# ---- alarm_controller ----
### Power grid, alarm_controller

Pins as bars on the die edge.
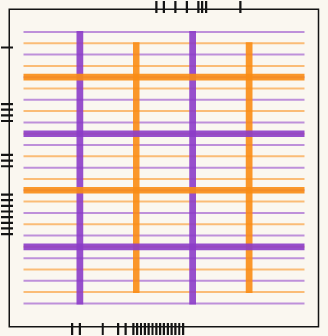
**src/rtl/alarm_controller.sv**
```systemverilog
// alarm_controller
//   Alarm block for the century clock. Compares the live hour/min/sec from the
//   time counters against a stored alarm time. On a match it rings, and it
//   supports snooze with a limited retry count, stop, auto-timeout and
//   button-driven setting through the shared mode selector.
//   Runs on the 1 Hz tick.
//
// Ports
//   clk_1Hz     in   1  1 Hz clock, rising edge
//   rst_n       in   1  synchronous active-low reset
//   sec/min     in   6  current seconds / minutes (0..59)
//   hour        in   5  current hour (0..23)
//   mode        in   3  global mode selector
//   btn_up      in   1  active-low increment (acts every edge held)
//   btn_down    in   1  active-low decrement
//   btn_snooze  in   1  active-low snooze request
//   btn_stop    in   1  active-low stop request
//   alarm_en    in   1  1 = armed, 0 forces IDLE
//   alarm_hour  out  5  stored alarm hour
//   alarm_min   out  6  stored alarm minute
//   ringing     out  1  high while ringing
//   snoozing    out  1  high while snoozing
//   snooze_cnt  out  3  snoozes used in the current alarm event
module alarm_controller #(
  parameter logic [2:0]  SET_HOUR_MODE = 3'b011,
  parameter logic [2:0]  SET_MIN_MODE  = 3'b100,
  parameter int unsigned RING_SECS     = 60,
  parameter int unsigned SNOOZE_SECS   = 300,
  parameter int unsigned MAX_SNOOZE    = 3
) (
  input  logic       clk_1Hz,
  input  logic       rst_n,
  input  logic [5:0] sec,
  input  logic [5:0] min,
  input  logic [4:0] hour,
  input  logic [2:0] mode,
  input  logic       btn_up,
  input  logic       btn_down,
  input  logic       btn_snooze,
  input  logic       btn_stop,
  input  logic       alarm_en,
  output logic [4:0] alarm_hour,
  output logic [5:0] alarm_min,
  output logic       ringing,
  output logic       snoozing,
  output logic [2:0] snooze_cnt
);

  typedef enum logic [1:0] {
    S_IDLE,
    S_RINGING,
    S_SNOOZE
  } state_t;

  localparam logic [9:0] RING_LOAD   = 10'(RING_SECS - 1);
  localparam logic [9:0] SNOOZE_LOAD = 10'(SNOOZE_SECS - 1);
  localparam logic [2:0] MAX_CNT     = 3'(MAX_SNOOZE);

  state_t     state, state_nxt;
  logic [9:0] timer, timer_nxt;
  logic [2:0] cnt_nxt;
  logic [4:0] hour_nxt;
  logic [5:0] min_nxt;
  logic       set_hour, set_min, in_set, time_match;

  assign set_hour   = (mode == SET_HOUR_MODE);
  assign set_min    = (mode == SET_MIN_MODE);
  assign in_set     = set_hour || set_min;
  assign time_match = (sec == 6'd0) && (min == alarm_min) && (hour == alarm_hour);

  always_comb begin
    state_nxt = state;
    timer_nxt = timer;
    cnt_nxt   = snooze_cnt;
    hour_nxt  = alarm_hour;
    min_nxt   = alarm_min;

    // Alarm time adjustment; up has priority over down.
    if (set_hour) begin
      if (!btn_up)
        hour_nxt = (alarm_hour == 5'd23) ? 5'd0 : alarm_hour + 5'd1;
      else if (!btn_down)
        hour_nxt = (alarm_hour == 5'd0) ? 5'd23 : alarm_hour - 5'd1;
    end
    if (set_min) begin
      if (!btn_up)
        min_nxt = (alarm_min == 6'd59) ? 6'd0 : alarm_min + 6'd1;
      else if (!btn_down)
        min_nxt = (alarm_min == 6'd0) ? 6'd59 : alarm_min - 6'd1;
    end

    if (in_set || !alarm_en) begin
      state_nxt = S_IDLE;
      cnt_nxt   = '0;
      timer_nxt = '0;
    end else begin
      unique case (state)
        S_IDLE: begin
          if (time_match) begin
            state_nxt = S_RINGING;
            timer_nxt = RING_LOAD;
          end
        end
        S_RINGING: begin
          if (!btn_stop) begin
            state_nxt = S_IDLE;
            cnt_nxt   = '0;
            timer_nxt = '0;
          end else if (!btn_snooze && (snooze_cnt < MAX_CNT)) begin
            state_nxt = S_SNOOZE;
            timer_nxt = SNOOZE_LOAD;
            cnt_nxt   = snooze_cnt + 3'd1;
          end else if (timer == '0) begin
            state_nxt = S_IDLE;
            cnt_nxt   = '0;
          end else begin
            timer_nxt = timer - 10'd1;
          end
        end
        S_SNOOZE: begin
          if (!btn_stop) begin
            state_nxt = S_IDLE;
            cnt_nxt   = '0;
            timer_nxt = '0;
          end else if (timer == '0) begin
            state_nxt = S_RINGING;
            timer_nxt = RING_LOAD;
          end else begin
            timer_nxt = timer - 10'd1;
          end
        end
        default: begin
          state_nxt = S_IDLE;
          cnt_nxt   = '0;
          timer_nxt = '0;
        end
      endcase
    end
  end

  // ringing/snoozing are decoded from the next state so they are flops
  // that change on the same edge as the state itself.
  always_ff @(posedge clk_1Hz) begin
    if (!rst_n) begin
      state      <= S_IDLE;
      timer      <= '0;
      snooze_cnt <= '0;
      alarm_hour <= 5'd6;
      alarm_min  <= '0;
      ringing    <= 1'b0;
      snoozing   <= 1'b0;
    end else begin
      state      <= state_nxt;
      timer      <= timer_nxt;
      snooze_cnt <= cnt_nxt;
      alarm_hour <= hour_nxt;
      alarm_min  <= min_nxt;
      ringing    <= (state_nxt == S_RINGING);
      snoozing   <= (state_nxt == S_SNOOZE);
    end
  end

endmodule

```
**config.mk**
```make
export PLATFORM = sky130hd
export DESIGN_NAME = alarm_controller
export DESIGN_NICKNAME = d
export VERILOG_FILES = /design/src/rtl/alarm_controller.sv
export SDC_FILE = /design/constraint.sdc
export NUM_CORES = 1
export LEC_CHECK = 0
export CORE_AREA = 3 3 71 73
export CTS_BUF_LIST = sky130_fd_sc_hd__clkbuf_4 sky130_fd_sc_hd__clkbuf_8 sky130_fd_sc_hd__clkbuf_16
export DETAILED_ROUTE_END_ITERATION = 10
export DIE_AREA = 0 0 74 76
export GPL_TIMING_DRIVEN = 0
export PLACE_DENSITY = 0.73
export SLEW_MARGIN = 5
export SYNTH_ARGS = -nofsm -noshare
export SYNTH_HDL_FRONTEND = slang
export SYNTH_SLANG_ARGS = --single-unit
export TNS_END_PERCENT = 1
```
**constraint.sdc**
```tcl
create_clock -name clk_1Hz -period 2.25 [get_ports clk_1Hz]
set_clock_uncertainty 0.05 [all_clocks]
set_input_delay 0.3375 -clock clk_1Hz [delete_from_list [all_inputs] [get_ports clk_1Hz]]
set_output_delay 0.3375 -clock clk_1Hz [all_outputs]
set_load 0.05 [all_outputs]
```
==> metrics.cfg <==
[global_route]
grt.overflow.total = 0
grtUsageMet2_pct = 32.36
grt.busiest_layer = met2

[routing]
antenna_left = 0
wl_per_cell_microns = 14.58
wl_mm = 5.176
wl_met3_microns = 262
met2WireLength_mm = 2.516

[yosys]
yosysWarnings = 0
edf_count = 0
synth_stat.cells = 261
area_leaders = dfxtp_1, xnor2_1, nand2_1
ys_sh_aoi_pct = 25.78
post-synth-top-count-cell = nand2_1

[power]
power_frac_seq_pct = 46.2
p_leak_nw = 0.9437
p_sw_share_pct = 25.59

[clock_network]
clk_latency_ns = 0.28
htreeDepth = 1
cts_hold_buf = 0
postCtsSetupRepairBufs = 0
ctsResizeCount = 4
cts_buffers = 3

[layout]
nClkBuffers = 3
fin_util_pct = 58.11
clk_share_pct = 2.780
n_antenna_cell = 0
flop_area_sq_um = 564.3
layout.cells.non_filler = 355
layout-area-overhead-vs-synth_pct = 28.29

[placement]
dpl-instance-area_sq_um = 2481

[die]
die_h_microns = 76
chip_area_sq_um = 5624

[timing]
fin_crit_ns = 2.215
hold_ws_ns = 0.4467
worstMarginPinSlew_ns = 0.5220
finalSetupTns_ns = 0

[run_status]
outcome = finished, final reports clean

[hold_path]
holdPathStages = 2
whs_endpoint = timer[8]$_SDFFE_PP0P_

[worst_setup_path]
r2r_end = timer[6]$_SDFFE_PP0P_
r2r_setup_slack_ns = 0.04
critPathMaxFanout = 8

About 'Power grid' of alarm_controller:
Orange shows VDD. Purple shows VSS.
4 straps on met4. 25 met1 rails follow the rows. The core has 24 rows.

[critical path, delay by kind of cell, from the launching register on]
kind,cells,cell delay [ns]
AND/OR/NAND/NOR,4,1.31
AND-OR/OR-AND,2,0.25
buffers and inverters,1,0.15
flip-flops,1,0.38
[layout by cell type, fill, tap and decap left out, types with 3 or more instances in the layout]
master,instances
clkbuf_1,6
nor2b_1,4
xnor2_1,14
o21ai_0,7
nand4_1,5
nor2_1,22
ha_1,8
nor3_1,9
nand2_1,30
o21ai_1,13
nand3_1,10
o2bb2ai_1,4
clkbuf_8,3
a21oi_1,18
nand2b_1,3
nor4_1,4
dfxtp_1,27
clkdlybuf4s50_1,41
a31oi_1,3
a211oi_1,6
inv_1,9
or3_1,5
o211ai_1,6
and3_1,4
xor2_1,4
[sequential cells by signal, summed over array words and instances (netlist names)]
name        flops
timer          10
alarm_min       6
alarm_hour      5
snooze_cnt      3
state           2
ringing         1
snoozing        1
[power groups by stage]
stage	registers (mW)	logic, mW	clock network [mW]
2_1_floorplan	0.542	0.0914	0
3_3_place_gp	0.523	0.192	0
3_5_place_dp	0.523	0.193	0
4_1_cts	0.512	0.194	0.423
5_1_grt	0.517	0.208	0.444
6_report	0.515	0.190	0.411

# ---- sha3_msg_arbiter ----
### config.mk
export PLATFORM = sky130hd
export DESIGN_NAME = sha3_msg_arbiter
export DESIGN_NICKNAME = d
export VERILOG_FILES = /design/src/rtl/sha3_arb_pkg.sv /design/src/rtl/sha3_msg_arbiter_rr_arbiter.sv /design/src/rtl/sha3_msg_arbiter.sv
export SDC_FILE = /design/constraint.sdc
export NUM_CORES = 1
export LEC_CHECK = 0
export CAP_MARGIN = 20
export CORE_ASPECT_RATIO = 1.2
export CORE_MARGIN = 1.5
export CORE_UTILIZATION = 24
export DETAILED_ROUTE_END_ITERATION = 16
export MAX_ROUTING_LAYER = met4
export PLACE_DENSITY_LB_ADDON = 0.08
export SLEW_MARGIN = 0
export SYNTH_ARGS = -nofsm -noshare
export SYNTH_HDL_FRONTEND = slang
export SYNTH_SLANG_ARGS = --single-unit
### constraint.sdc
create_clock -name clk -period 1.5 [get_ports clk]
set_clock_uncertainty 0.15 [all_clocks]
set_input_delay 0.45 -clock clk [delete_from_list [all_inputs] [get_ports clk]]
set_output_delay 0.45 -clock clk [all_outputs]
set_load 0.02 [all_outputs]
### src/rtl/sha3_arb_pkg.sv
// Shared types and constants for the SHA3 message arbiter: FSM encoding,
// datapath widths and a one-hot decode helper.
package sha3_arb_pkg;

  localparam int NUM_REQ_DEF = 2;
  localparam int WORD_W      = 64;
  localparam int BN_W        = 3;

  typedef enum logic [1:0] {
    ST_IDLE      = 2'd0,
    ST_GRANT     = 2'd1,
    ST_ABSORB    = 2'd2,
    ST_WAIT_HASH = 2'd3
  } arb_state_e;

  // Supports up to eight requesters; callers zero-extend narrower vectors.
  function automatic logic [2:0] onehot_to_idx(input logic [7:0] oh);
    logic [2:0] idx;
    idx = '0;
    for (int i = 0; i < 8; i++) begin
      if (oh[i]) idx = 3'(i);
    end
    return idx;
  endfunction

endpackage

### src/rtl/sha3_msg_arbiter_rr_arbiter.sv
// Combinational round-robin picker: first set request at or after pointer,
// wrapping around, reported both one-hot and as an index.
module rr_arbiter
  import sha3_arb_pkg::*;
#(
  parameter int N = 2,
  parameter int W = 1
) (
  input  logic [N-1:0] req,
  input  logic [W-1:0] pointer,
  input  logic         enable,
  output logic [N-1:0] grant,
  output logic [W-1:0] index
);

  logic [2*N-1:0] req_dbl;
  logic           found;

  assign req_dbl = {req, req};

  // Scanning the doubled vector from pointer upward visits every source
  // exactly once in rotated order before any position repeats.
  always_comb begin
    grant = '0;
    found = 1'b0;
    for (int k = 0; k < 2 * N; k++) begin
      if (enable && !found && (k >= int'(pointer)) && req_dbl[k]) begin
        grant[k % N] = 1'b1;
        found        = 1'b1;
      end
    end
  end

  assign index = W'(onehot_to_idx(8'(grant)));

endmodule

### src/rtl/sha3_msg_arbiter.sv
// Shares one SHA3 padder/permutation path between NUM_REQ message sources,
// holding the grant from the first word until the digest is reported.
module sha3_msg_arbiter
  import sha3_arb_pkg::*;
#(
  parameter int NUM_REQ = NUM_REQ_DEF,
  parameter int ID_W    = 1
) (
  input  logic                    clk,
  input  logic                    reset,
  input  logic [NUM_REQ-1:0]      req,
  input  logic [64*NUM_REQ-1:0]   src_in,
  input  logic [3*NUM_REQ-1:0]    src_byte_num,
  input  logic [NUM_REQ-1:0]      src_in_ready,
  input  logic [NUM_REQ-1:0]      src_is_last,
  output logic [NUM_REQ-1:0]      src_buffer_full,
  output logic [NUM_REQ-1:0]      gnt,
  output logic [NUM_REQ-1:0]      done,
  output logic [63:0]             core_in,
  output logic [2:0]              core_byte_num,
  output logic                    core_in_ready,
  output logic                    core_is_last,
  input  logic                    core_buffer_full,
  input  logic                    core_out_ready,
  output logic [ID_W-1:0]         owner,
  output logic                    busy,
  output logic                    err
);

  localparam logic [1:0] IDLE      = ST_IDLE;
  localparam logic [1:0] GRANT     = ST_GRANT;
  localparam logic [1:0] ABSORB    = ST_ABSORB;
  localparam logic [1:0] WAIT_HASH = ST_WAIT_HASH;

  logic [1:0]         state_reg, state_next;
  logic [ID_W-1:0]    owner_reg, owner_next;
  logic [ID_W-1:0]    ptr_reg, ptr_next;
  logic [NUM_REQ-1:0] gnt_reg, gnt_next;
  logic [NUM_REQ-1:0] done_reg, done_next;
  logic               err_reg, err_next;
  logic               cor_prev_reg;

  logic [NUM_REQ-1:0] arb_grant;
  logic [ID_W-1:0]    arb_index;
  logic [WORD_W-1:0]  word_arr [NUM_REQ];
  logic [BN_W-1:0]    bn_arr   [NUM_REQ];

  logic in_absorb;
  logic last_accept;
  logic cor_rise;

  genvar gi;
  generate
    for (gi = 0; gi < NUM_REQ; gi++) begin : g_src
      assign word_arr[gi] = src_in[gi*WORD_W +: WORD_W];
      assign bn_arr[gi]   = src_byte_num[gi*BN_W +: BN_W];
    end
  endgenerate

  rr_arbiter #(
    .N (NUM_REQ),
    .W (ID_W)
  ) u_rr (
    .req     (req),
    .pointer (ptr_reg),
    .enable  (state_reg == IDLE),
    .grant   (arb_grant),
    .index   (arb_index)
  );

  assign in_absorb   = (state_reg == ABSORB);
  assign last_accept = in_absorb && src_in_ready[owner_reg] && !core_buffer_full
                       && src_is_last[owner_reg];
  assign cor_rise    = core_out_ready && !cor_prev_reg;

  // Only the owner's lanes ever reach the padder; every other source is stalled.
  always_comb begin
    core_in         = '0;
    core_byte_num   = '0;
    core_in_ready   = 1'b0;
    core_is_last    = 1'b0;
    src_buffer_full = '1;
    if (in_absorb) begin
      core_in                    = word_arr[owner_reg];
      core_byte_num              = bn_arr[owner_reg];
      core_in_ready              = src_in_ready[owner_reg];
      core_is_last               = src_is_last[owner_reg];
      src_buffer_full[owner_reg] = core_buffer_full;
    end
  end

  always_comb begin
    state_next = state_reg;
    owner_next = owner_reg;
    ptr_next   = ptr_reg;
    gnt_next   = gnt_reg;
    done_next  = '0;
    err_next   = err_reg;
    case (state_reg)
      IDLE: begin
        if (|req) begin
          gnt_next   = arb_grant;
          owner_next = arb_index;
          state_next = GRANT;
        end
      end
      GRANT:  state_next = ABSORB;
      ABSORB: if (last_accept) state_next = WAIT_HASH;
      WAIT_HASH: begin
        if (cor_rise) begin
          done_next  = gnt_reg;
          gnt_next   = '0;
          ptr_next   = (owner_reg == ID_W'(NUM_REQ - 1)) ? '0 : owner_reg + 1'b1;
          state_next = IDLE;
        end
      end
      default: state_next = IDLE;
    endcase
    // gnt_reg is one-hot on the owner while a message is in flight.
    if (state_reg != IDLE) begin
      if (!req[owner_reg]) err_next = 1'b1;
      if (|(src_in_ready & src_is_last & ~gnt_reg)) err_next = 1'b1;
    end
  end

  always_ff @(posedge clk or posedge reset) begin
    if (reset) begin
      state_reg    <= IDLE;
      owner_reg    <= '0;
      ptr_reg      <= '0;
      gnt_reg      <= '0;
      done_reg     <= '0;
      err_reg      <= 1'b0;
      cor_prev_reg <= 1'b0;
    end else begin
      state_reg    <= state_next;
      owner_reg    <= owner_next;
      ptr_reg      <= ptr_next;
      gnt_reg      <= gnt_next;
      done_reg     <= done_next;
      err_reg      <= err_next;
      cor_prev_reg <= core_out_ready;
    end
  end

  assign gnt   = gnt_reg;
  assign done  = done_reg;
  assign owner = owner_reg;
  assign busy  = (state_reg != IDLE);
  assign err   = err_reg;

endmodule

### Placed cells, one color a class, sha3_msg_arbiter

The bar under the picture is 20 microns long.
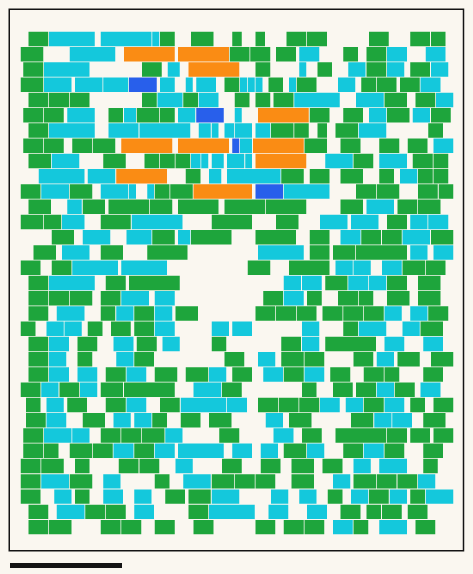
Orange shows flip-flops, cells 10, share of their area 5.0%. Blue shows clock drivers and dummy loads, cells 4, share of their area 0.89%. Cyan shows all other logic, cells 177, share of their area 38%. Green shows other buffers and delay cells, cells 271, share of their area 56%.

### Clock wiring as the flow saved it, sha3_msg_arbiter

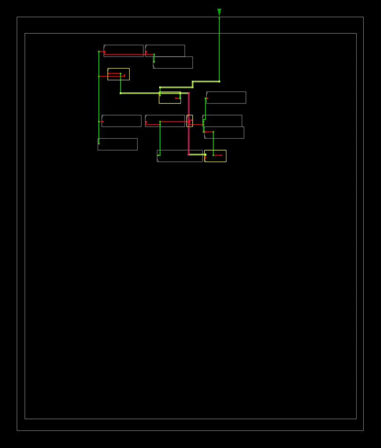
CLK BUF: 4
P_clk: 0.292 mW
clk latency of the worst-skew pair: 0.24 ns
Clock Sinks: 10
CTS Buf Count: 3

### Power grid, sha3_msg_arbiter

Pins as bars on the die edge.
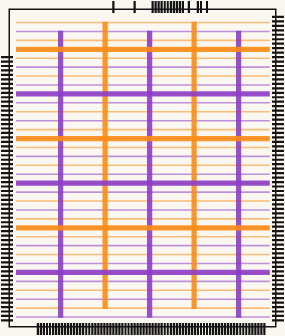
Orange shows VDD. Purple shows VSS.
6 straps on met5. 222 signal pins sit on the boundary. 5 straps on met4. The core has 33 rows.

==> metrics.cfg <==
[worst_setup_path]
crit_path_end = core_in[60]
crit_required_ns = 0.90
path_common_cell = buf_6

[run_status]
violations = setup timing
outcome = finished, violations left

[clock_network]
cts_tree = built

[yosys]
yosysWarnings = 0
numSynthFlops = 10

[timing]
finalSetupViolCount = 78
finalSetupTns_ns = -43.43
rsz0062_at_grt = true
fin_ws_ns = -0.6984

[power]
pwr-share-comb_pct = 91.9
p_sw_share_pct = 41.01

[global_route]
grt.overflow.total = 0

[layout]
sh_comb_area_pct = 36.97

==> worst register-to-register path, stage by stage, from the launching register on <==
cell      delay (ns)
dfrtp_4         0.49
buf_12          0.15
buf_6           0.15
buf_6           0.14
o311ai_4        0.28
nand2_2         0.12
mux2_4          0.31
==> metal layers <==
layer  up-vias  global-route usage (%)  part of all wire [%]
li1       1222                       -                     -
met1      1172                   20.43                    34
met2       146                   38.59                    54
met3        16                   6.351                    10
met4         0                   7.759                   2.5
met5         -                       -                     0
==> power by group through the flow <==
stage	combinational (mW)	clock [mW]	sequential, mW
detailed placement	6.45	0	0.462
finish	8.27	0.292	0.433
global route	8.73	0.312	0.442
global placement	6.39	0	0.462
CTS	6.34	0.297	0.464
floorplan	3.95	0	0.477
==> timing repair <==
item,CTS,global route
pin swaps,1,6
setup buffers,0,20
setup endpoints to repair,83,82
resized,256,238
cloned,0,6
hold buffers,0,0
==> through the flow <==
step / cells / worst slack (ns)
floorplan: 204 / -0.3409
global placement: 520 / -0.8989
detailed placement: 520 / -0.8998
CTS: 524 / -0.7356
global route: 549 / -0.7508
finish: 549 / -0.6984


==> gallery <==
Clock network drawn from the DEF.
The bar under the picture is 20 microns long.
picture 1
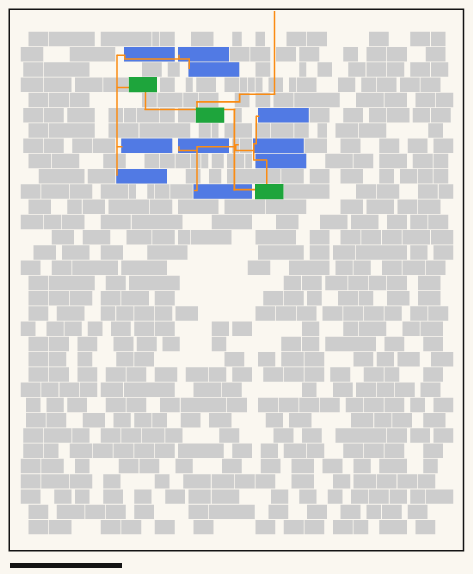
picture 2
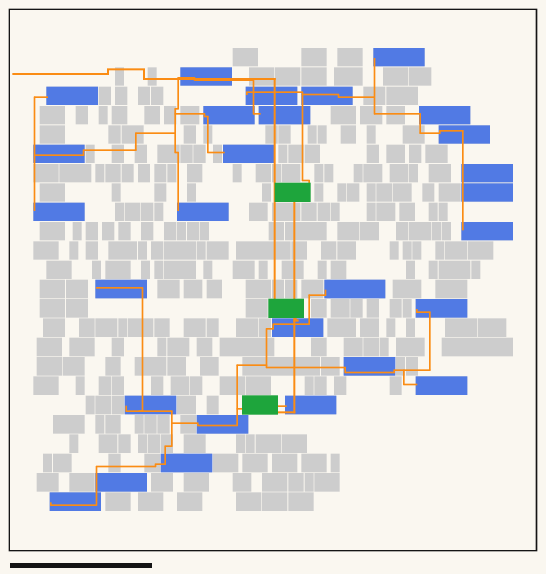
| picture | from |
|---|---|
| picture 2 | alarm_controller |
| picture 1 | sha3_msg_arbiter |

Power and IR drop assume default switching activity.
